######## spi_lcd_rx ########
spi_lcd_rx, track usage over the die:
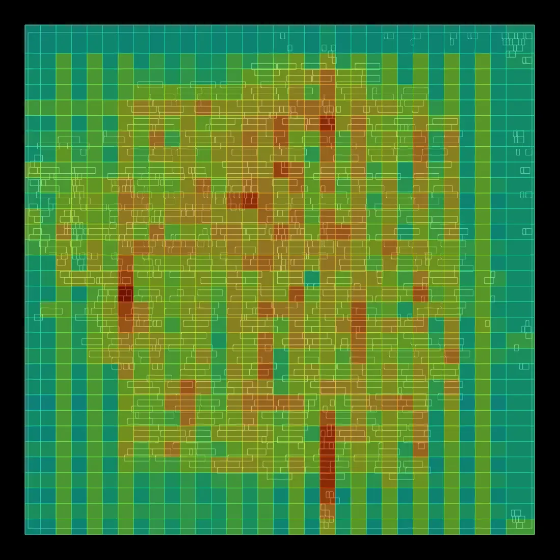

### src/rtl/spi_lcd_rx_pkg.sv
// Shared types and constants for the SPI LCD receiver: FSM encoding, word and
// FIFO entry widths, and the bus idle levels the synchronizers reset to.
package spi_lcd_rx_pkg;

  typedef enum logic {
    ST_IDLE   = 1'b0,
    ST_ACTIVE = 1'b1
  } state_e;

  localparam int WORD8_W  = 8;
  localparam int WORD16_W = 16;
  localparam int ENTRY_W  = WORD16_W + 1;

  localparam logic IDLE_CLK  = 1'b1;
  localparam logic IDLE_CSS  = 1'b1;
  localparam logic IDLE_MOSI = 1'b1;
  localparam logic IDLE_GPO  = 1'b0;

  typedef struct packed {
    logic                dc;
    logic [WORD16_W-1:0] data;
  } entry_t;

  // Index of the bit whose rising edge completes a word.
  function automatic logic [3:0] last_bit(input logic mode16);
    return mode16 ? 4'(WORD16_W - 1) : 4'(WORD8_W - 1);
  endfunction

endpackage

### src/rtl/spi_lcd_rx_fifo.sv
// Single-clock FIFO of received words. A push while full is dropped unless a
// pop frees the head slot in the same cycle; flush empties it synchronously.
module spi_lcd_rx_fifo
  import spi_lcd_rx_pkg::*;
#(
  parameter int DEPTH = 16
) (
  input  logic   clk,
  input  logic   resetn,
  input  logic   flush_i,
  input  logic   push_i,
  input  entry_t wdata_i,
  input  logic   pop_i,
  output entry_t rdata_o,
  output logic   full_o,
  output logic   empty_o,
  output logic   drop_o
);

  localparam int AW = $clog2(DEPTH);
  localparam logic [AW:0] PTR_ONE = (AW+1)'(1);

  logic [ENTRY_W-1:0] mem_q [DEPTH];
  logic [AW:0]        wr_q, wr_d, rd_q, rd_d;
  logic               wr_en, rd_en;

  assign empty_o = (wr_q == rd_q);
  assign full_o  = (wr_q[AW] != rd_q[AW]) && (wr_q[AW-1:0] == rd_q[AW-1:0]);
  assign rd_en   = pop_i & ~empty_o;
  // When full, the slot being written is the one popped this cycle.
  assign wr_en   = push_i & (~full_o | rd_en);
  assign drop_o  = push_i & ~wr_en;

  assign rdata_o = empty_o ? '0 : entry_t'(mem_q[rd_q[AW-1:0]]);

  always_comb begin
    wr_d = wr_q;
    rd_d = rd_q;
    if (flush_i) begin
      wr_d = '0;
      rd_d = '0;
    end else begin
      if (wr_en) wr_d = wr_q + PTR_ONE;
      if (rd_en) rd_d = rd_q + PTR_ONE;
    end
  end

  always_ff @(posedge clk or negedge resetn) begin
    if (!resetn) begin
      wr_q <= '0;
      rd_q <= '0;
    end else begin
      wr_q <= wr_d;
      rd_q <= rd_d;
    end
  end

  always_ff @(posedge clk) begin
    if (wr_en && !flush_i) mem_q[wr_q[AW-1:0]] <= wdata_i;
  end

endmodule

### src/rtl/spi_lcd_rx.sv
// SPI (mode 3, MSB first) receiver for an LCD host bus, word FIFO and
// optional statistics counters enabled by SPI_LCD_RX_STATS_EN.
module spi_lcd_rx
  import spi_lcd_rx_pkg::*;
#(
  parameter int FIFO_DEPTH  = 16,
  parameter int SYNC_STAGES = 2
) (
  input  logic        clk,
  input  logic        resetn,
  input  logic        i_en,
  input  logic        i_mode,
  input  logic        SPI_CLK,
  input  logic        SPI_CSS,
  input  logic        SPI_MOSI,
  input  logic        SPI_GPO,
  output logic        o_valid,
  input  logic        i_ready,
  output logic [15:0] o_data,
  output logic        o_dc,
  output logic        o_busy,
  output logic        o_overflow,
  output logic        o_frame_err,
  output logic [15:0] o_word_cnt,
  output logic [7:0]  o_err_cnt
);

  localparam logic [3:0] BUS_IDLE = {IDLE_CLK, IDLE_CSS, IDLE_MOSI, IDLE_GPO};

  // Bus synchronizer: bit order {clk, css, mosi, gpo}.
  logic [SYNC_STAGES-1:0][3:0] sync_q;
  logic [3:0]                  bus_s, bus_prev_q;
  logic sclk_rise, css_fall, css_rise, mosi_s, gpo_s;

  always_ff @(posedge clk or negedge resetn) begin
    if (!resetn) begin
      sync_q     <= {SYNC_STAGES{BUS_IDLE}};
      bus_prev_q <= BUS_IDLE;
    end else begin
      sync_q[0] <= {SPI_CLK, SPI_CSS, SPI_MOSI, SPI_GPO};
      for (int i = 1; i < SYNC_STAGES; i++) sync_q[i] <= sync_q[i-1];
      bus_prev_q <= bus_s;
    end
  end

  assign bus_s     = sync_q[SYNC_STAGES-1];
  assign sclk_rise = bus_s[3] & ~bus_prev_q[3];
  assign css_fall  = ~bus_s[2] & bus_prev_q[2];
  assign css_rise  = bus_s[2] & ~bus_prev_q[2];
  assign mosi_s    = bus_s[1];
  assign gpo_s     = bus_s[0];

  state_e      state_q, state_d;
  logic [3:0]  bit_cnt_q, bit_cnt_d;
  logic        mode_q, mode_d;
  logic [15:0] sr_q, sr_d;
  logic        push, frame_err;
  entry_t      push_entry;

  always_comb begin
    state_d    = state_q;
    bit_cnt_d  = bit_cnt_q;
    mode_d     = mode_q;
    sr_d       = sr_q;
    push       = 1'b0;
    push_entry = '0;
    frame_err  = 1'b0;
    if (!i_en) begin
      state_d   = ST_IDLE;
      bit_cnt_d = '0;
    end else begin
      case (state_q)
        ST_IDLE: begin
          if (css_fall) begin
            state_d   = ST_ACTIVE;
            bit_cnt_d = '0;
            mode_d    = i_mode;
          end
        end
        ST_ACTIVE: begin
          if (css_rise) begin
            state_d   = ST_IDLE;
            frame_err = (bit_cnt_q != '0);
            bit_cnt_d = '0;
          end else if (sclk_rise) begin
            sr_d = {sr_q[14:0], mosi_s};
            if (bit_cnt_q == last_bit(mode_q)) begin
              push            = 1'b1;
              bit_cnt_d       = '0;
              push_entry.dc   = gpo_s;
              push_entry.data = mode_q ? sr_d : {sr_d[7:0], 8'h00};
            end else begin
              bit_cnt_d = bit_cnt_q + 4'd1;
            end
          end
        end
        default: state_d = ST_IDLE;
      endcase
    end
  end

  always_ff @(posedge clk or negedge resetn) begin
    if (!resetn) begin
      state_q   <= ST_IDLE;
      bit_cnt_q <= '0;
      mode_q    <= 1'b0;
      sr_q      <= '0;
    end else begin
      state_q   <= state_d;
      bit_cnt_q <= bit_cnt_d;
      mode_q    <= mode_d;
      sr_q      <= sr_d;
    end
  end

  entry_t head;
  logic   empty, full, drop;
  logic   ovf_q, ferr_q;

  spi_lcd_rx_fifo #(.DEPTH(FIFO_DEPTH)) u_fifo (
    .clk     (clk),
    .resetn  (resetn),
    .flush_i (~i_en),
    .push_i  (push),
    .wdata_i (push_entry),
    .pop_i   (o_valid & i_ready),
    .rdata_o (head),
    .full_o  (full),
    .empty_o (empty),
    .drop_o  (drop)
  );

  always_ff @(posedge clk or negedge resetn) begin
    if (!resetn) begin
      ovf_q  <= 1'b0;
      ferr_q <= 1'b0;
    end else begin
      ovf_q  <= drop;
      ferr_q <= frame_err;
    end
  end

  assign o_valid     = ~empty;
  assign o_data      = head.data;
  assign o_dc        = head.dc;
  assign o_busy      = (state_q == ST_ACTIVE);
  assign o_overflow  = ovf_q;
  assign o_frame_err = ferr_q;

`ifdef SPI_LCD_RX_STATS_EN
  logic [15:0] word_cnt_q;
  logic [7:0]  err_cnt_q;

  // Saturating counters; they simply stop counting while disabled.
  always_ff @(posedge clk or negedge resetn) begin
    if (!resetn) begin
      word_cnt_q <= '0;
      err_cnt_q  <= '0;
    end else begin
      if (push && !drop && word_cnt_q != '1) word_cnt_q <= word_cnt_q + 16'd1;
      if ((drop || frame_err) && err_cnt_q != '1) err_cnt_q <= err_cnt_q + 8'd1;
    end
  end

  assign o_word_cnt = word_cnt_q;
  assign o_err_cnt  = err_cnt_q;
`else
  assign o_word_cnt = '0;
  assign o_err_cnt  = '0;
`endif

endmodule

### config.mk
export PLATFORM = sky130hd
export DESIGN_NAME = spi_lcd_rx
export DESIGN_NICKNAME = d
export VERILOG_FILES = /design/src/rtl/spi_lcd_rx_pkg.sv /design/src/rtl/spi_lcd_rx_fifo.sv /design/src/rtl/spi_lcd_rx.sv
export SDC_FILE = /design/constraint.sdc
export NUM_CORES = 1
export LEC_CHECK = 0
export CORE_UTILIZATION = 25
export DETAILED_ROUTE_END_ITERATION = 7
export GPL_TIMING_DRIVEN = 0
export PLACE_DENSITY = 0.43
export SLEW_MARGIN = 20
export SYNTH_ARGS = -nofsm -noshare
export SYNTH_HDL_FRONTEND = slang
export SYNTH_SLANG_ARGS = --single-unit
### constraint.sdc
create_clock -name clk -period 4.15 [get_ports clk]
set_clock_uncertainty 0.2 [all_clocks]
set_input_delay 1.245 -clock clk [delete_from_list [all_inputs] [get_ports clk]]
set_output_delay 1.245 -clock clk [all_outputs]
set_load 0.05 [all_outputs]
######## fns_enc_38 ########
$ cat config.mk
export PLATFORM = sky130hd
export DESIGN_NAME = fns_enc_38
export DESIGN_NICKNAME = d
export VERILOG_FILES = /design/src/rtl/fns_enc_38.sv
export SDC_FILE = /design/constraint.sdc
export NUM_CORES = 1
export LEC_CHECK = 0
export ABC_CLOCK_PERIOD_IN_PS = 4100
export CAP_MARGIN = 25
export CORE_MARGIN = 2
export CORE_UTILIZATION = 59
export DETAILED_ROUTE_END_ITERATION = 6
export PLACE_DENSITY_LB_ADDON = 0.25
export SLEW_MARGIN = 0
export SYNTH_ARGS = -nofsm -noshare
export SYNTH_HDL_FRONTEND = slang
export SYNTH_SLANG_ARGS = --single-unit
$ cat constraint.sdc
create_clock -name clk -period 4.1 [get_ports clk]
set_clock_uncertainty 0.05 [all_clocks]
set_input_delay 0.615 -clock clk [delete_from_list [all_inputs] [get_ports clk]]
set_output_delay 0.615 -clock clk [all_outputs]
set_load 0.01 [all_outputs]
$ cat src/rtl/fns_enc_38.sv
// Sequential Fibonacci-numeral-system encoder: greedy MSB-first weight subtraction,
// one code bit per clock, valid/ready on both sides.
module fns_enc_38 #(
  parameter int N_BITS = 38,
  parameter int DATA_W = 27
) (
  input  logic              clk,
  input  logic              rst_n,
  input  logic              in_valid,
  output logic              in_ready,
  input  logic [DATA_W-1:0] datain,
  output logic              out_valid,
  input  logic              out_ready,
  output logic [N_BITS-1:0] codeout,
  output logic              out_err
);
  localparam int KW = $clog2(N_BITS);

  // W_0 = W_1 = 1, W_k = W_(k-1) + W_(k-2)
  function automatic longint unsigned wgt(input int k);
    longint unsigned a, b, t;
    a = 1;
    b = 1;
    for (int i = 0; i < k; i++) begin
      t = a + b;
      a = b;
      b = t;
    end
    return a;
  endfunction

  function automatic longint unsigned wsum(input int n);
    longint unsigned s;
    s = 0;
    for (int i = 0; i < n; i++) s += wgt(i);
    return s;
  endfunction

  localparam logic [DATA_W-1:0] MAXVAL = DATA_W'(wsum(N_BITS));
  localparam logic [DATA_W-1:0] W_HI   = DATA_W'(wgt(N_BITS-1));
  localparam logic [DATA_W-1:0] W_LO   = DATA_W'(wgt(N_BITS-2));

  typedef enum logic [1:0] {IDLE, RUN, DONE} state_t;

  state_t            state, state_nxt;
  logic [DATA_W-1:0] rem, wa, wb;
  logic [KW-1:0]     k;
  logic              err;

  assign in_ready  = (state == IDLE);
  assign out_valid = (state == DONE);
  assign out_err   = err & (state == DONE);

  always_ff @(posedge clk or negedge rst_n) begin
    if (!rst_n) state <= IDLE;
    else        state <= state_nxt;
  end

  // Out-of-range words still spend one RUN cycle so their result appears one
  // edge after accept; the err flag suppresses all bit updates there.
  always_comb begin
    state_nxt = state;
    case (state)
      IDLE:    if (in_valid) state_nxt = RUN;
      RUN:     if (err || k == KW'(0)) state_nxt = DONE;
      DONE:    if (out_ready) state_nxt = IDLE;
      default: state_nxt = IDLE;
    endcase
  end

  always_ff @(posedge clk or negedge rst_n) begin
    if (!rst_n) begin
      rem     <= '0;
      wa      <= '0;
      wb      <= '0;
      k       <= '0;
      err     <= 1'b0;
      codeout <= '0;
    end else begin
      case (state)
        IDLE: if (in_valid) begin
          rem     <= datain;
          codeout <= '0;
          k       <= KW'(N_BITS-1);
          wa      <= W_HI;
          wb      <= W_LO;
          err     <= (datain > MAXVAL);
        end
        RUN: begin
          if (!err) begin
            if (rem >= wa) begin
              codeout[k] <= 1'b1;
              rem        <= rem - wa;
            end
            if (k == KW'(0))
              assert ((rem >= wa ? rem - wa : rem) == '0);
          end
          // weight pair steps down: (W_k, W_(k-1)) -> (W_(k-1), W_(k-2))
          wa <= wb;
          wb <= wa - wb;
          k  <= k - KW'(1);
        end
        DONE: if (out_ready) err <= 1'b0;
        default: ;
      endcase
    end
  end
endmodule

######## uart_pixel_loader ########
$ cat config.mk
export PLATFORM = sky130hd
export DESIGN_NAME = uart_pixel_loader
export DESIGN_NICKNAME = d
export VERILOG_FILES = /design/src/rtl/pixel_pkg.sv /design/src/rtl/uart_pixel_loader.sv
export SDC_FILE = /design/constraint.sdc
export NUM_CORES = 1
export LEC_CHECK = 0
export CAP_MARGIN = 5
export CORE_UTILIZATION = 56
export CTS_CLUSTER_SIZE = 40
export DETAILED_ROUTE_END_ITERATION = 8
export PLACE_DENSITY = 0.77
export SETUP_SLACK_MARGIN = 0.1
export SLEW_MARGIN = 25
export SYNTH_ARGS = -nofsm -noshare
export SYNTH_HDL_FRONTEND = slang
export SYNTH_SLANG_ARGS = --single-unit
$ cat constraint.sdc
create_clock -name clk -period 4.3 [get_ports clk]
set_input_delay 1.29 -clock clk [delete_from_list [all_inputs] [get_ports clk]]
set_output_delay 1.29 -clock clk [all_outputs]
set_load 0.02 [all_outputs]
$ cat src/rtl/pixel_pkg.sv
// rtl/pixel_pkg.sv - shared pixel types, sync byte and loader state encoding
package pixel_pkg;

    localparam int PIXEL_W = 12;
    typedef logic [PIXEL_W-1:0] pixel_t;

    localparam logic [7:0] SYNC_BYTE = 8'hA5;

    typedef enum logic [1:0] {
        S_B0   = 2'd0,
        S_B1   = 2'd1,
        S_B2   = 2'd2,
        S_SYNC = 2'd3
    } state_t;

endpackage

$ cat src/rtl/uart_pixel_loader.sv
// rtl/uart_pixel_loader.sv - packs UART bytes into RGB444 pixels and writes them to the frame BRAM
// Optional frame-start sync on byte A5 when PIXEL_LOADER_SYNC_EN is defined.
module uart_pixel_loader
    import pixel_pkg::*;
#(
    parameter int ADDR_W      = 17,
    parameter int NUM_PIXELS  = 76800,
    parameter int TIMEOUT_CYC = 1_000_000
) (
    input  logic              clk,
    input  logic              rst,
    input  logic [7:0]        rx_data,
    input  logic              rx_valid,
    input  logic              rx_err,
    output logic [ADDR_W-1:0] mem_addr,
    output logic [11:0]       mem_data,
    output logic              mem_we,
    output logic              frame_done,
    output logic              busy,
    output logic              err_sticky
);

    localparam int TMO_W = $clog2(TIMEOUT_CYC + 1);
    localparam logic [ADDR_W-1:0] LAST_ADDR = ADDR_W'(NUM_PIXELS - 1);
`ifdef PIXEL_LOADER_SYNC_EN
    localparam state_t START = S_SYNC;
`else
    localparam state_t START = S_B0;
`endif

    state_t             state_q, state_d;
    logic [ADDR_W-1:0]  addr_q, addr_d;
    logic [7:0]         b0_q, b0_d;
    logic [3:0]         b1_lo_q, b1_lo_d;
    logic [TMO_W-1:0]   tmo_q, tmo_d;
    logic [ADDR_W-1:0]  mem_addr_q, mem_addr_d;
    pixel_t             mem_data_q, mem_data_d;
    logic               mem_we_q, mem_we_d;
    logic               frame_done_q, frame_done_d;
    logic               err_q, err_d;

    logic               in_group;
    logic               tmo_hit;
    logic               wr;
    pixel_t             pix;

    assign in_group = (state_q == S_B1) || (state_q == S_B2);
    assign tmo_hit  = in_group && (tmo_q == TMO_W'(TIMEOUT_CYC - 1));

    always_comb begin
        state_d      = state_q;
        addr_d       = addr_q;
        b0_d         = b0_q;
        b1_lo_d      = b1_lo_q;
        tmo_d        = in_group ? tmo_q + TMO_W'(1) : '0;
        mem_addr_d   = mem_addr_q;
        mem_data_d   = mem_data_q;
        mem_we_d     = 1'b0;
        frame_done_d = 1'b0;
        err_d        = err_q;
        wr           = 1'b0;
        pix          = '0;

        // Timeout beats both rx_err and a byte arriving in the same cycle.
        if (tmo_hit) begin
            state_d = START;
            addr_d  = '0;
            err_d   = 1'b1;
            tmo_d   = '0;
        end else if (rx_err) begin
            state_d = START;
            err_d   = 1'b1;
            tmo_d   = '0;
        end else if (rx_valid) begin
            tmo_d = '0;
            case (state_q)
                S_B0: begin
                    b0_d    = rx_data;
                    state_d = S_B1;
                end
                S_B1: begin
                    b1_lo_d = rx_data[3:0];
                    wr      = 1'b1;
                    pix     = {b0_q, rx_data[7:4]};
                    state_d = S_B2;
                end
                S_B2: begin
                    wr      = 1'b1;
                    pix     = {b1_lo_q, rx_data};
                    state_d = S_B0;
                end
                default: begin
                    if (rx_data == SYNC_BYTE) begin
                        addr_d  = '0;
                        state_d = S_B0;
                    end
                end
            endcase
        end

        if (wr) begin
            mem_we_d   = 1'b1;
            mem_addr_d = addr_q;
            mem_data_d = pix;
            if (addr_q == LAST_ADDR) begin
                addr_d       = '0;
                frame_done_d = 1'b1;
`ifdef PIXEL_LOADER_SYNC_EN
                state_d      = S_SYNC;
`endif
            end else begin
                addr_d = addr_q + ADDR_W'(1);
            end
        end
    end

    always_ff @(posedge clk or posedge rst) begin
        if (rst) begin
            state_q      <= START;
            addr_q       <= '0;
            b0_q         <= '0;
            b1_lo_q      <= '0;
            tmo_q        <= '0;
            mem_addr_q   <= '0;
            mem_data_q   <= '0;
            mem_we_q     <= 1'b0;
            frame_done_q <= 1'b0;
            err_q        <= 1'b0;
        end else begin
            state_q      <= state_d;
            addr_q       <= addr_d;
            b0_q         <= b0_d;
            b1_lo_q      <= b1_lo_d;
            tmo_q        <= tmo_d;
            mem_addr_q   <= mem_addr_d;
            mem_data_q   <= mem_data_d;
            mem_we_q     <= mem_we_d;
            frame_done_q <= frame_done_d;
            err_q        <= err_d;
        end
    end

    assign mem_addr   = mem_addr_q;
    assign mem_data   = mem_data_q;
    assign mem_we     = mem_we_q;
    assign frame_done = frame_done_q;
    assign err_sticky = err_q;
    assign busy       = (addr_q != '0) || in_group;

endmodule
######## uart_tx_fifo ########
[src/rtl/uart_pkg.sv]
// Shared definitions for the UART transmitter: parity modes, FSM encoding,
// standard baud divisors at 100 MHz and a parity helper.
package uart_pkg;

    localparam int PAR_NONE = 0;
    localparam int PAR_EVEN = 1;
    localparam int PAR_ODD  = 2;

    localparam int MAX_DATA_BITS = 9;

    typedef enum logic [2:0] {
        ST_IDLE,
        ST_START,
        ST_DATA,
        ST_PARITY,
        ST_STOP
    } uart_state_e;

    // Clock cycles per bit for common baud rates with a 100 MHz clock
    localparam int BAUD_DIV_921600 = 109;
    localparam int BAUD_DIV_460800 = 217;
    localparam int BAUD_DIV_230400 = 434;
    localparam int BAUD_DIV_115200 = 868;
    localparam int BAUD_DIV_57600  = 1736;
    localparam int BAUD_DIV_38400  = 2604;
    localparam int BAUD_DIV_19200  = 5208;
    localparam int BAUD_DIV_9600   = 10417;
    localparam int BAUD_DIV_4800   = 20833;
    localparam int BAUD_DIV_2400   = 41667;
    localparam int BAUD_DIV_1200   = 83333;
    localparam int BAUD_DIV_300    = 333333;

    // Parity bit for a zero-extended character; unused data bits must be 0
    function automatic logic parity_of(input logic [MAX_DATA_BITS-1:0] data, input int mode);
        logic p;
        p = ^data;
        if (mode == PAR_ODD) begin
            return ~p;
        end else if (mode == PAR_EVEN) begin
            return p;
        end
        return 1'b0;
    endfunction

endpackage

[src/rtl/uart_baud_tick.sv]
// Bit-period timer: counts 0..BAUD_DIV-1 and flags the last cycle of each bit.
// A restart realigns the bit grid to the cycle after the restart edge.
module uart_baud_tick #(
    parameter int BAUD_DIV = 868
) (
    input  logic clk,
    input  logic rstn,
    input  logic restart,
    output logic tick
);

    localparam int CW = (BAUD_DIV > 1) ? $clog2(BAUD_DIV) : 1;

    logic [CW-1:0] cnt_reg;

    assign tick = (cnt_reg == CW'(BAUD_DIV - 1));

    always_ff @(posedge clk or negedge rstn) begin
        if (!rstn) begin
            cnt_reg <= '0;
        end else if (restart || tick) begin
            cnt_reg <= '0;
        end else begin
            cnt_reg <= cnt_reg + 1'b1;
        end
    end

endmodule

[src/rtl/uart_tx_fifo.sv]
// UART transmitter with configurable frame format and a small input FIFO,
// sending queued characters back-to-back without idle gaps.
module uart_tx_fifo
    import uart_pkg::*;
#(
    parameter int BAUD_DIV   = 868,
    parameter int DATA_BITS  = 8,
    parameter int PARITY     = 0,
    parameter int STOP_BITS  = 1,
    parameter int FIFO_DEPTH = 4
) (
    input  logic                            clk,
    input  logic                            rstn,
    input  logic [DATA_BITS-1:0]            tx_data,
    input  logic                            tx_valid,
    output logic                            tx_ready,
    output logic                            tx,
    output logic                            busy,
    output logic [$clog2(FIFO_DEPTH+1)-1:0] fifo_level
);

    generate
        if (BAUD_DIV < 2) begin : g_bad_baud
            $error("uart_tx_fifo: BAUD_DIV must be >= 2");
        end
        if (DATA_BITS < 5 || DATA_BITS > MAX_DATA_BITS) begin : g_bad_data
            $error("uart_tx_fifo: DATA_BITS must be in 5..9");
        end
        if (PARITY != PAR_NONE && PARITY != PAR_EVEN && PARITY != PAR_ODD) begin : g_bad_parity
            $error("uart_tx_fifo: PARITY must be 0, 1 or 2");
        end
        if (STOP_BITS != 1 && STOP_BITS != 2) begin : g_bad_stop
            $error("uart_tx_fifo: STOP_BITS must be 1 or 2");
        end
        if (FIFO_DEPTH < 2 || (FIFO_DEPTH & (FIFO_DEPTH - 1)) != 0) begin : g_bad_depth
            $error("uart_tx_fifo: FIFO_DEPTH must be a power of two >= 2");
        end
    endgenerate

    localparam int PW  = (FIFO_DEPTH > 1) ? $clog2(FIFO_DEPTH) : 1;
    localparam int LW  = $clog2(FIFO_DEPTH + 1);
    localparam int BCW = 4;
    localparam logic [BCW-1:0] LAST_DATA = BCW'(DATA_BITS - 1);
    localparam logic [BCW-1:0] LAST_STOP = BCW'(STOP_BITS - 1);

    // ---------------- input FIFO ----------------
    logic [DATA_BITS-1:0] mem [FIFO_DEPTH];
    logic [PW-1:0]        wr_ptr_reg;
    logic [PW-1:0]        rd_ptr_reg;
    logic [LW-1:0]        level_reg;
    logic                 push;
    logic                 pop;
    logic                 fifo_empty;
    logic [DATA_BITS-1:0] fifo_rd_data;

    assign fifo_empty   = (level_reg == '0);
    assign tx_ready     = (level_reg != LW'(FIFO_DEPTH));
    assign push         = tx_valid && tx_ready;
    assign fifo_level   = level_reg;
    // Read is combinational so the head can be loaded on the same edge it is popped
    assign fifo_rd_data = mem[rd_ptr_reg];

    always_ff @(posedge clk) begin
        if (push) begin
            mem[wr_ptr_reg] <= tx_data;
        end
    end

    always_ff @(posedge clk or negedge rstn) begin
        if (!rstn) begin
            wr_ptr_reg <= '0;
            rd_ptr_reg <= '0;
            level_reg  <= '0;
        end else begin
            if (push) begin
                wr_ptr_reg <= wr_ptr_reg + 1'b1;
            end
            if (pop) begin
                rd_ptr_reg <= rd_ptr_reg + 1'b1;
            end
            case ({push, pop})
                2'b10:   level_reg <= level_reg + 1'b1;
                2'b01:   level_reg <= level_reg - 1'b1;
                default: level_reg <= level_reg;
            endcase
        end
    end

    // ---------------- bit timing ----------------
    logic tick;

    uart_baud_tick #(
        .BAUD_DIV(BAUD_DIV)
    ) u_baud_tick (
        .clk    (clk),
        .rstn   (rstn),
        .restart(pop),
        .tick   (tick)
    );

    // ---------------- frame FSM ----------------
    uart_state_e          state_reg, state_next;
    logic [DATA_BITS-1:0] shift_reg, shift_next;
    logic [BCW-1:0]       bit_cnt_reg, bit_cnt_next;
    logic                 par_reg, par_next;
    logic                 tx_reg, tx_next;
    logic                 busy_reg, busy_next;

    always_ff @(posedge clk or negedge rstn) begin
        if (!rstn) begin
            state_reg   <= ST_IDLE;
            shift_reg   <= '0;
            bit_cnt_reg <= '0;
            par_reg     <= 1'b0;
            tx_reg      <= 1'b1;
            busy_reg    <= 1'b0;
        end else begin
            state_reg   <= state_next;
            shift_reg   <= shift_next;
            bit_cnt_reg <= bit_cnt_next;
            par_reg     <= par_next;
            tx_reg      <= tx_next;
            busy_reg    <= busy_next;
        end
    end

    always_comb begin
        state_next   = state_reg;
        shift_next   = shift_reg;
        bit_cnt_next = bit_cnt_reg;
        par_next     = par_reg;
        tx_next      = tx_reg;
        pop          = 1'b0;

        case (state_reg)
            ST_IDLE: begin
                tx_next = 1'b1;
                if (!fifo_empty) begin
                    pop = 1'b1;
                end
            end
            ST_START: begin
                if (tick) begin
                    state_next   = ST_DATA;
                    tx_next      = shift_reg[0];
                    shift_next   = shift_reg >> 1;
                    bit_cnt_next = '0;
                end
            end
            ST_DATA: begin
                if (tick) begin
                    if (bit_cnt_reg == LAST_DATA) begin
                        bit_cnt_next = '0;
                        if (PARITY != PAR_NONE) begin
                            state_next = ST_PARITY;
                            tx_next    = par_reg;
                        end else begin
                            state_next = ST_STOP;
                            tx_next    = 1'b1;
                        end
                    end else begin
                        tx_next      = shift_reg[0];
                        shift_next   = shift_reg >> 1;
                        bit_cnt_next = bit_cnt_reg + 1'b1;
                    end
                end
            end
            ST_PARITY: begin
                if (tick) begin
                    state_next   = ST_STOP;
                    tx_next      = 1'b1;
                    bit_cnt_next = '0;
                end
            end
            ST_STOP: begin
                if (tick) begin
                    if (bit_cnt_reg == LAST_STOP) begin
                        if (!fifo_empty) begin
                            pop = 1'b1;
                        end else begin
                            state_next = ST_IDLE;
                        end
                    end else begin
                        bit_cnt_next = bit_cnt_reg + 1'b1;
                    end
                end
            end
            default: begin
                state_next = ST_IDLE;
                tx_next    = 1'b1;
            end
        endcase

        // Loading a character always starts a frame, from IDLE or straight after STOP
        if (pop) begin
            state_next   = ST_START;
            tx_next      = 1'b0;
            shift_next   = fifo_rd_data;
            par_next     = parity_of(MAX_DATA_BITS'(fifo_rd_data), PARITY);
            bit_cnt_next = '0;
        end
    end

    assign busy_next = (state_next != ST_IDLE);
    assign tx        = tx_reg;
    assign busy      = busy_reg;

endmodule

[config.mk]
export PLATFORM = sky130hd
export DESIGN_NAME = uart_tx_fifo
export DESIGN_NICKNAME = d
export VERILOG_FILES = /design/src/rtl/uart_pkg.sv /design/src/rtl/uart_baud_tick.sv /design/src/rtl/uart_tx_fifo.sv
export SDC_FILE = /design/constraint.sdc
export NUM_CORES = 1
export LEC_CHECK = 0
export ABC_CLOCK_PERIOD_IN_PS = 3400
export CORE_MARGIN = 2
export CORE_UTILIZATION = 59
export DETAILED_ROUTE_END_ITERATION = 7
export HOLD_SLACK_MARGIN = 0.05
export PLACE_DENSITY = 0.87
export SLEW_MARGIN = 20
export SYNTH_ARGS = -nofsm -noshare
export SYNTH_HDL_FRONTEND = slang
export SYNTH_SLANG_ARGS = --single-unit
[constraint.sdc]
create_clock -name clk -period 3.4 [get_ports clk]
set_input_delay 0.51 -clock clk [delete_from_list [all_inputs] [get_ports clk]]
set_output_delay 0.51 -clock clk [all_outputs]
set_load 0.01 [all_outputs]

==> notes/layouts.md <==
Pictures saved along the way, in no particular order.

The metal 3 layer.
(a)
Scale: 2 px per um.
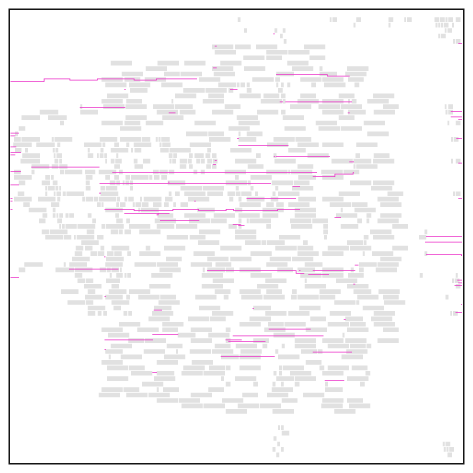
(b)
Scale: 4 px per um.
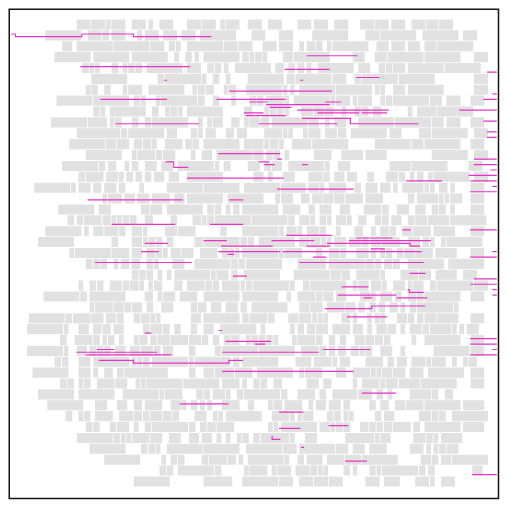
(c)
Scale: 6 px per um.
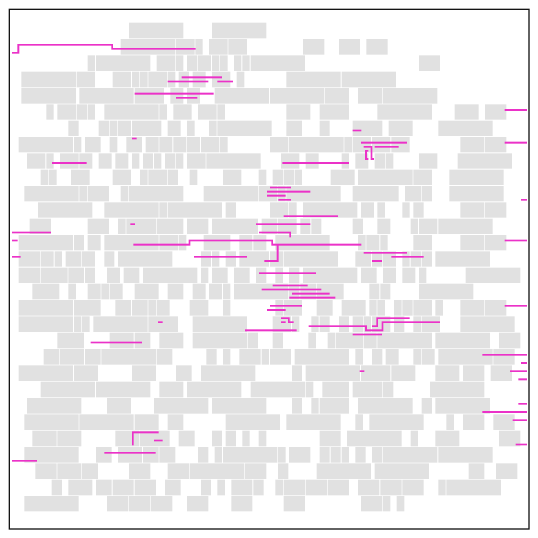
(d)
Scale: 6 px per um.
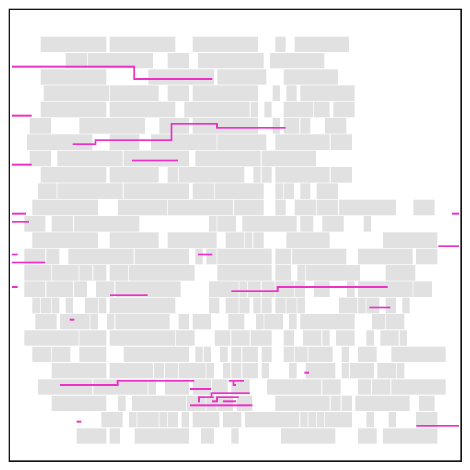
fns_enc_38 is (b).
uart_tx_fifo is (d).
uart_pixel_loader is (c).
spi_lcd_rx is (a).

uart_pixel_loader, I/O pins on the die edge:
Scale: 6 px per um. Pins as bars across the die edge, other pins in gray.
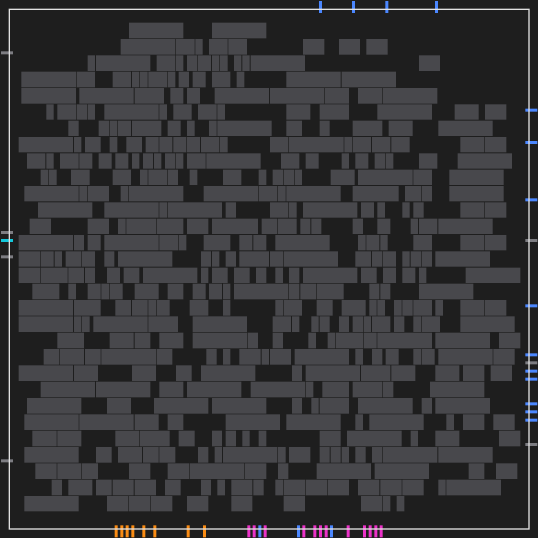
rx_data -> orange  # pins 8, direction input, edge south
rx_err -> cyan  # pins 1, direction input, edge west
mem_addr -> blue  # pins 17, direction output, edge 10 east, 4 north, 3 south
mem_data -> magenta  # pins 12, direction output, edge south
all pins by edge = 23 south, 13 east, 5 west, 4 north

==> deck_impl_summary.md, uart_pixel_loader <==
Synthesis and Place & Route Summary

Clock network
  • CTS tree: yes
  • Worst skew pair latency: 0.36 ns
  • Num CTS Buffers: 9
  • Root Driver: clkbuf_8

Route
  • Post-route ant nets: 0
  • Drt pass-1 iters: 5
  • WL/cell: 15.9 um
  • Via count: 3109
  • Vias/cell: 5.91
  • Total wire length: 8.37 mm
  • DRT iter0 DRCs: 170

Floorplanning
  • Core area: 0.00683 mm^2
  • # IOs: 45

Finish
  • Final core occ: 68.8%
  • Non-clock buffers: 50
  • Count of flip-flops and latches: 83
  • Most used logic cell in the final layout: dfrtp_1
  • Area Overhead vs Synth: 17.9%
  • Top cells excl fill/tap: 83 x dfrtp_1, 44 x clkdlybuf4s50_1, 43 x nand2_1, 35 x nor2_1, 24 x mux2_2
  • ANT cells: 0
  • Final instance area: 0.00470 mm^2

Logic synthesis
  • # Cells Yosys: 381
  • Main flop type: dfrtp_1
  • Post-synth top cells: 83 x dfrtp_1, 43 x nand2_1, 35 x nor2_1
  • Simple share: 20.2%
  • Seq cells post-synth: 83
  • Adder Area Share: 2.20%
  • Seq/Total Area, Yosys: 52.1%
  • Cell variety after synth: 48

Global routing
  • Top Usage Layer GRT: met2
  • M1 GR Usage: 35.1%

Critical path
  • Worst path top cell family by delay: simple AND/OR/NAND/NOR gates

Final timing
  • Final worst-path cycle share: 86.5%

Placement
  • GPL Wtd Cong: 0.852

Status
  • Status: completed
## uart_pixel_loader: worst min-delay path by stage
stage / from / endpoint / slack, ns / cells after the start
2_1_floorplan: tmo_q[0] / tmo_q[0] / 0.43 / 1
3_3_place_gp: tmo_q[0] / tmo_q[0] / 0.45 / 1
3_5_place_dp: err_sticky / err_sticky / 0.46 / 1
4_1_cts: tmo_q[0] / tmo_q[0] / 0.48 / 1
5_1_grt: err_sticky / err_sticky / 0.50 / 1
6_report: tmo_q[0] / tmo_q[0] / 0.48 / 1
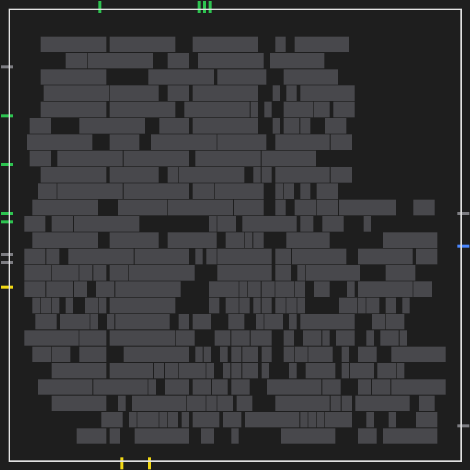
uart_tx_fifo: I/O pins on the die edge
Scale: 6 px per um. Pins as bars across the die edge, other pins in gray.
tx_data -> green  # pins 8, direction input, edge 4 west, 4 north
fifo_level -> yellow  # pins 3, direction output, edge 2 south, 1 west
busy -> blue  # pins 1, direction output, edge east
all pins by edge = 8 west, 4 north, 3 east, 2 south

==> deck_impl_summary.md, uart_tx_fifo <==
Synthesis and Place & Route Summary

Finish
  • Share of cells above drive strength 1: 12.5%
  • Multi-Input Combinational: 140

Status
  • Status: completed

Floorplanning
  • Row cnt: 25

Route
  • Drt drc: 0
  • Total wire length: 5.14 mm
  • Vias/cell: 5.63
  • Post-route ant nets: 0

Clock network
  • Worst skew pair latency: 0.34 ns
  • Hold buffers post-CTS: 0

Logic synthesis
  • Yosys stat chip area: 0.00298 mm^2
  • Post-synthesis mux area share: 9.11%

Critical path
  • R2R depth: 12
[uart_tx_fifo: final timing paths]
| check | startpoint | end | slack [ns] |
|---|---|---|---|
| worst min register to register | tx | tx | 0.48 |
| worst min-delay path | tx | tx | 0.48 |
| min in group asynchronous | rstn | u_baud_tick.cnt_reg[2] | 0.57 |
| max in group asynchronous | rstn | tx | 2.50 |
| worst max register to register | bit_cnt_reg[0] | fifo_level[2] | 0.41 |
| worst max-delay path | bit_cnt_reg[0] | fifo_level[2] | 0.41 |
fns_enc_38, track usage over the die:
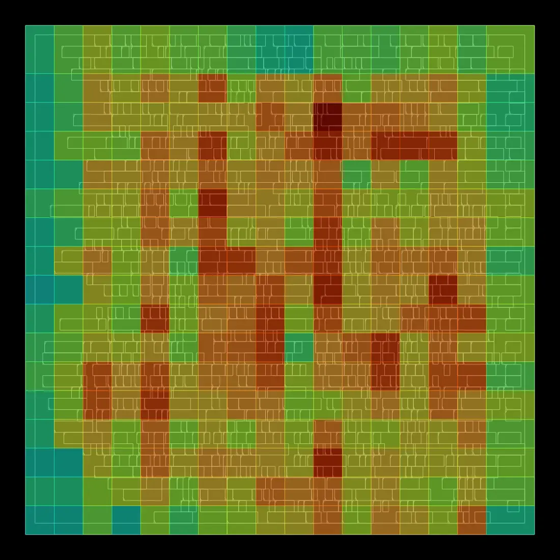
gr usage total: 28.4%
M2 GR Usage: 43.7%
M1 GR Usage: 41.5%
WL/cell: 17.1 um

==> deck_impl_summary.md, fns_enc_38 <==
Synthesis and Place & Route Summary

Status
  • Status: completed

Route
  • Routed length on met1: 9.58 mm
  • Drt pass-1 iters: 5

Logic synthesis
  • Simple share: 15.4%
  • Post-synthesis mux area share: 4.09%
  • Cell taking the most area after synthesis: dfrtp_1
  • Seq cells post-synth: 128
  • Yosys stat chip area: 0.00821 mm^2
  • Dominant comb cell: AND-OR/OR-AND gates
  • Post-synth top cells: 128 x dfrtp_1, 108 x o21ai_0, 87 x nand2_1
  • Area leader share: 39.0%
  • Seq/Total Area, Yosys: 39.0%
  • Adder Area Share: 8.72%

Critical path
  • Startpoint types: register
  • Crit path required time: 4.37 ns
  • CP Buf/Inv Count: 2

Clock network
  • Worst skew pair latency: 0.42 ns
  • Hold buffers post-CTS: 0

Finish
  • Share of cells above drive strength 1: 7.21%
  • Largest Register: codeout
  • Largest register FFs: 38
  • Final instance area: 0.00964 mm^2
  • Final core occ: 70.3%

Final timing
  • RSZ-0062 raised after global routing: false

Hold path
  • Hold Crit Class: in2async
==> fns_enc_38: final timing paths <==
| check | from | to | slack (ns) | cells after the start |
|---|---|---|---|---|
| setup / recovery | wa[0] | wb[26] | 0.81 | 13 |
| hold / removal | rst_n | rem[8] | 0.25 | 1 |
| setup reg to reg | wa[0] | wb[26] | 0.81 | 13 |
| hold reg to reg | codeout[20] | codeout[20] | 0.43 | 2 |
| max in group asynchronous | rst_n | wa[17] | 2.91 | 2 |
| min in group clk | codeout[20] | codeout[20] | 0.43 | 2 |
spi_lcd_rx, I/O pins on the die edge:
Scale: 2 px per um. Pins as bars across the die edge, other pins in gray.
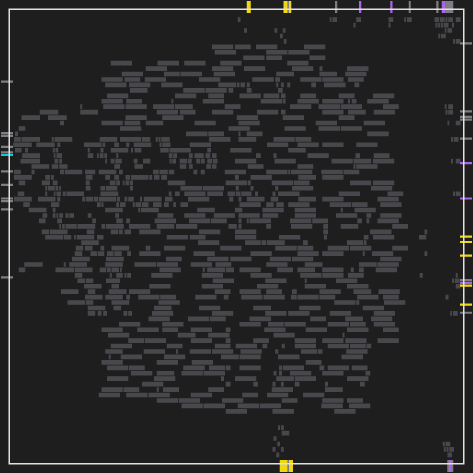
o_data -> yellow  # pins 16, direction output, edge 6 south, 5 east, 5 north
o_err_cnt -> purple  # pins 8, direction output, edge 4 north, 3 east, 1 south
SPI_CSS -> cyan  # pins 1, direction input, edge west
all pins by edge = 17 north, 15 east, 12 west, 10 south

spi_lcd_rx, M2 wires:
Scale: 2 px per um.
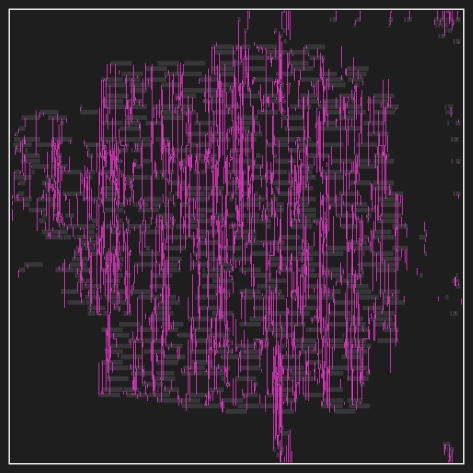
wire length on this layer = 13800 um
nets with wire on the layer = 665
share of all routed wire = 47%
main direction = vertical

About 'track usage over the die' of spi_lcd_rx:
final core occ: 30.6%
M2 GR Usage: 18.7%
gr usage total: 11.7%

==> deck_impl_summary.md, spi_lcd_rx <==
Synthesis and Place & Route Summary

Critical path
  • Startpoint types: register
  • R2R depth: 5
  • Slowest-stage cell, CP: mux4_2
  • CP cell instances: buf_4 > buf_6 > mux4_2 > a22oi_1 > a21oi_1 > clkdlybuf4s15_2
  • Worst r2r src: bus_s[3]
  • Crit path required time: 2.70 ns

Clock network
  • H-tree depth: 2
  • Post-CTS setup buffer count: 0
  • Number of gates resized after cts: 92
  • Num CTS Buffers: 37

Logic synthesis
  • Post-synth top cells: 272 x edfxtp_1, 68 x mux4_2, 35 x dfrtp_1
  • Simple share: 3.66%
  • # Cells Yosys: 649
  • Synth area leaders: edfxtp_1 65%, mux4_2 12%, dfrtp_1 7.0%, a22oi_1 2.0%, dfstp_2 1.7%

Status
  • Status: completed

Global routing
  • Largest net degree at the start of global routing: 27
  • First-pass GRT wire length: 43.4 mm

Placement
  • Port Buffers: 28
  • Worst slack, placed: -0.482 ns
  • Placed Instance Area: 0.0139 mm^2

Route
  • Drt drc: 0
  • Max layer used: met4
  • Total wire length: 29.2 mm
  • DR WL met3: 1.10 mm
  • Drt pass-1 iters: 4

Final timing
  • Max-slew violations: 0
  • RSZ-0062 raised after global routing: true
  • FMAX: 246 MHz
  • Final worst-path cycle share: 97.8%

Floorplanning
  • DIE HEIGHT: 227 um
  • # IOs: 54
[spi_lcd_rx: layout make-up]
cell class,instances,area [um^2],share of cell area [%]
Sequential cell,315,9250,61.3
Multi-Input combinational cell,290,3100,20.6
Clock inverter,22,201,1.33
Timing Repair Buffer,33,259,1.72
Buffer,58,433,2.87
Tap cell,664,831,5.50
Inverter,8,30.0,0.199
Clock buffer,46,981,6.50
[spi_lcd_rx: worst max-delay path: cells and delay by family (launching register included)]
kind	cells	cell delay, ns
buffers and inverters	3	0.80
multiplexers	1	0.52
AND-OR/OR-AND	2	0.42
flip-flops	1	0.34


==> notes/layouts.md <==
Pictures saved along the way, in no particular order.

Routed metal per tile.
panel A
Scale: 3 px per um. The die is cut into 24 by 24 equal tiles; dark blue is low, red is high, scaled to the fullest tile. Values are wire area over tile area, all layers added.
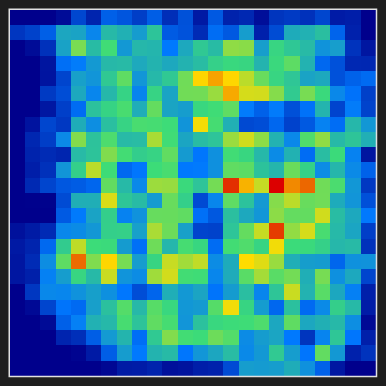
panel B
Scale: 4 px per um. The die is cut into 17 by 17 equal tiles; dark blue is low, red is high, scaled to the fullest tile. Values are wire area over tile area, all layers added.
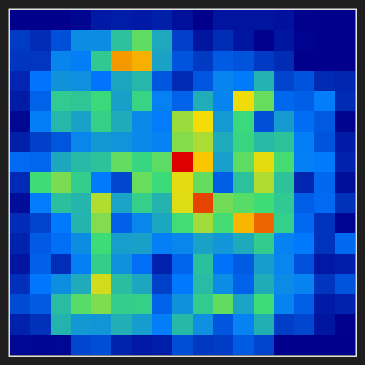
panel C
Scale: 4 px per um. The die is cut into 15 by 15 equal tiles; dark blue is low, red is high, scaled to the fullest tile. Values are wire area over tile area, all layers added.
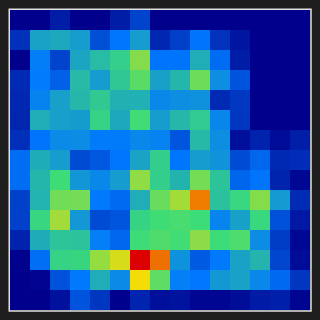
panel D
Scale: 1.5 px per um. The die is cut into 23 by 23 equal tiles; dark blue is low, red is high, scaled to the fullest tile. Values are wire area over tile area, all layers added.
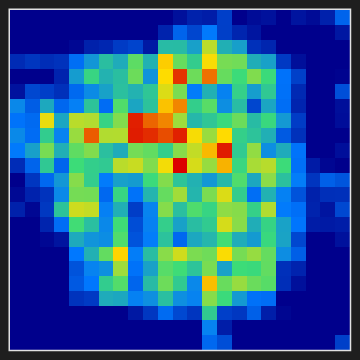
For uart_pixel_loader, see panel B.
For uart_tx_fifo, see panel C.
For spi_lcd_rx, see panel D.
For fns_enc_38, see panel A.
The one with the smallest die is panel C.
The one with the largest die is panel D.

Key to panel D:
mean over tiles = 0.088
densest ninth of the die = center
emptiest ninth of the die = south-west
tiles over half the peak = 20%
nearly empty tiles = 29%
fullest tile = 0.33


==> screenshots <==
M2 wires.
picture 1
Scale: 6 px per um.
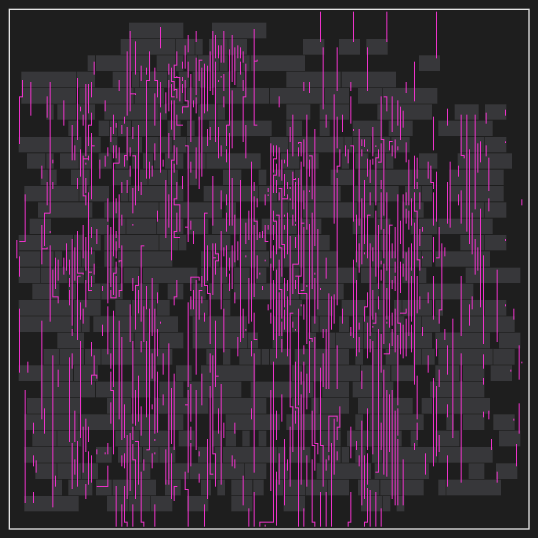
picture 2
Scale: 4 px per um.
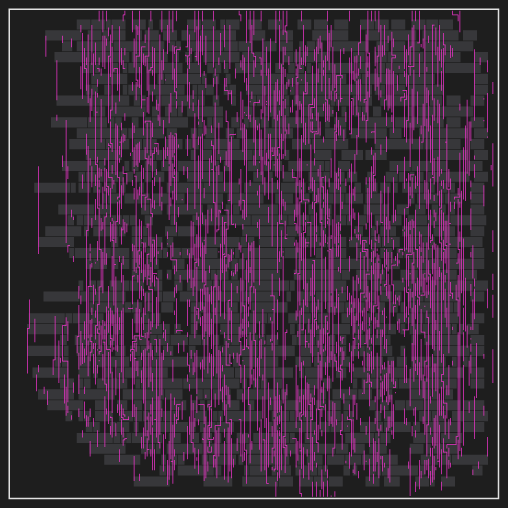
picture 3
Scale: 6 px per um.
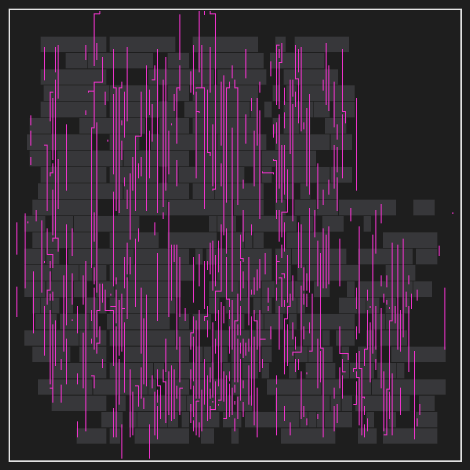
The one with the largest die is picture 2.
The one with the smallest die is picture 3.
Picture 2 is fns_enc_38.
Picture 1 is uart_pixel_loader.
Picture 3 is uart_tx_fifo.

Key to picture 1:
nets with wire on the layer = 379
wire length on this layer = 3990 um
main direction = vertical
longest straight run = 26.9 um

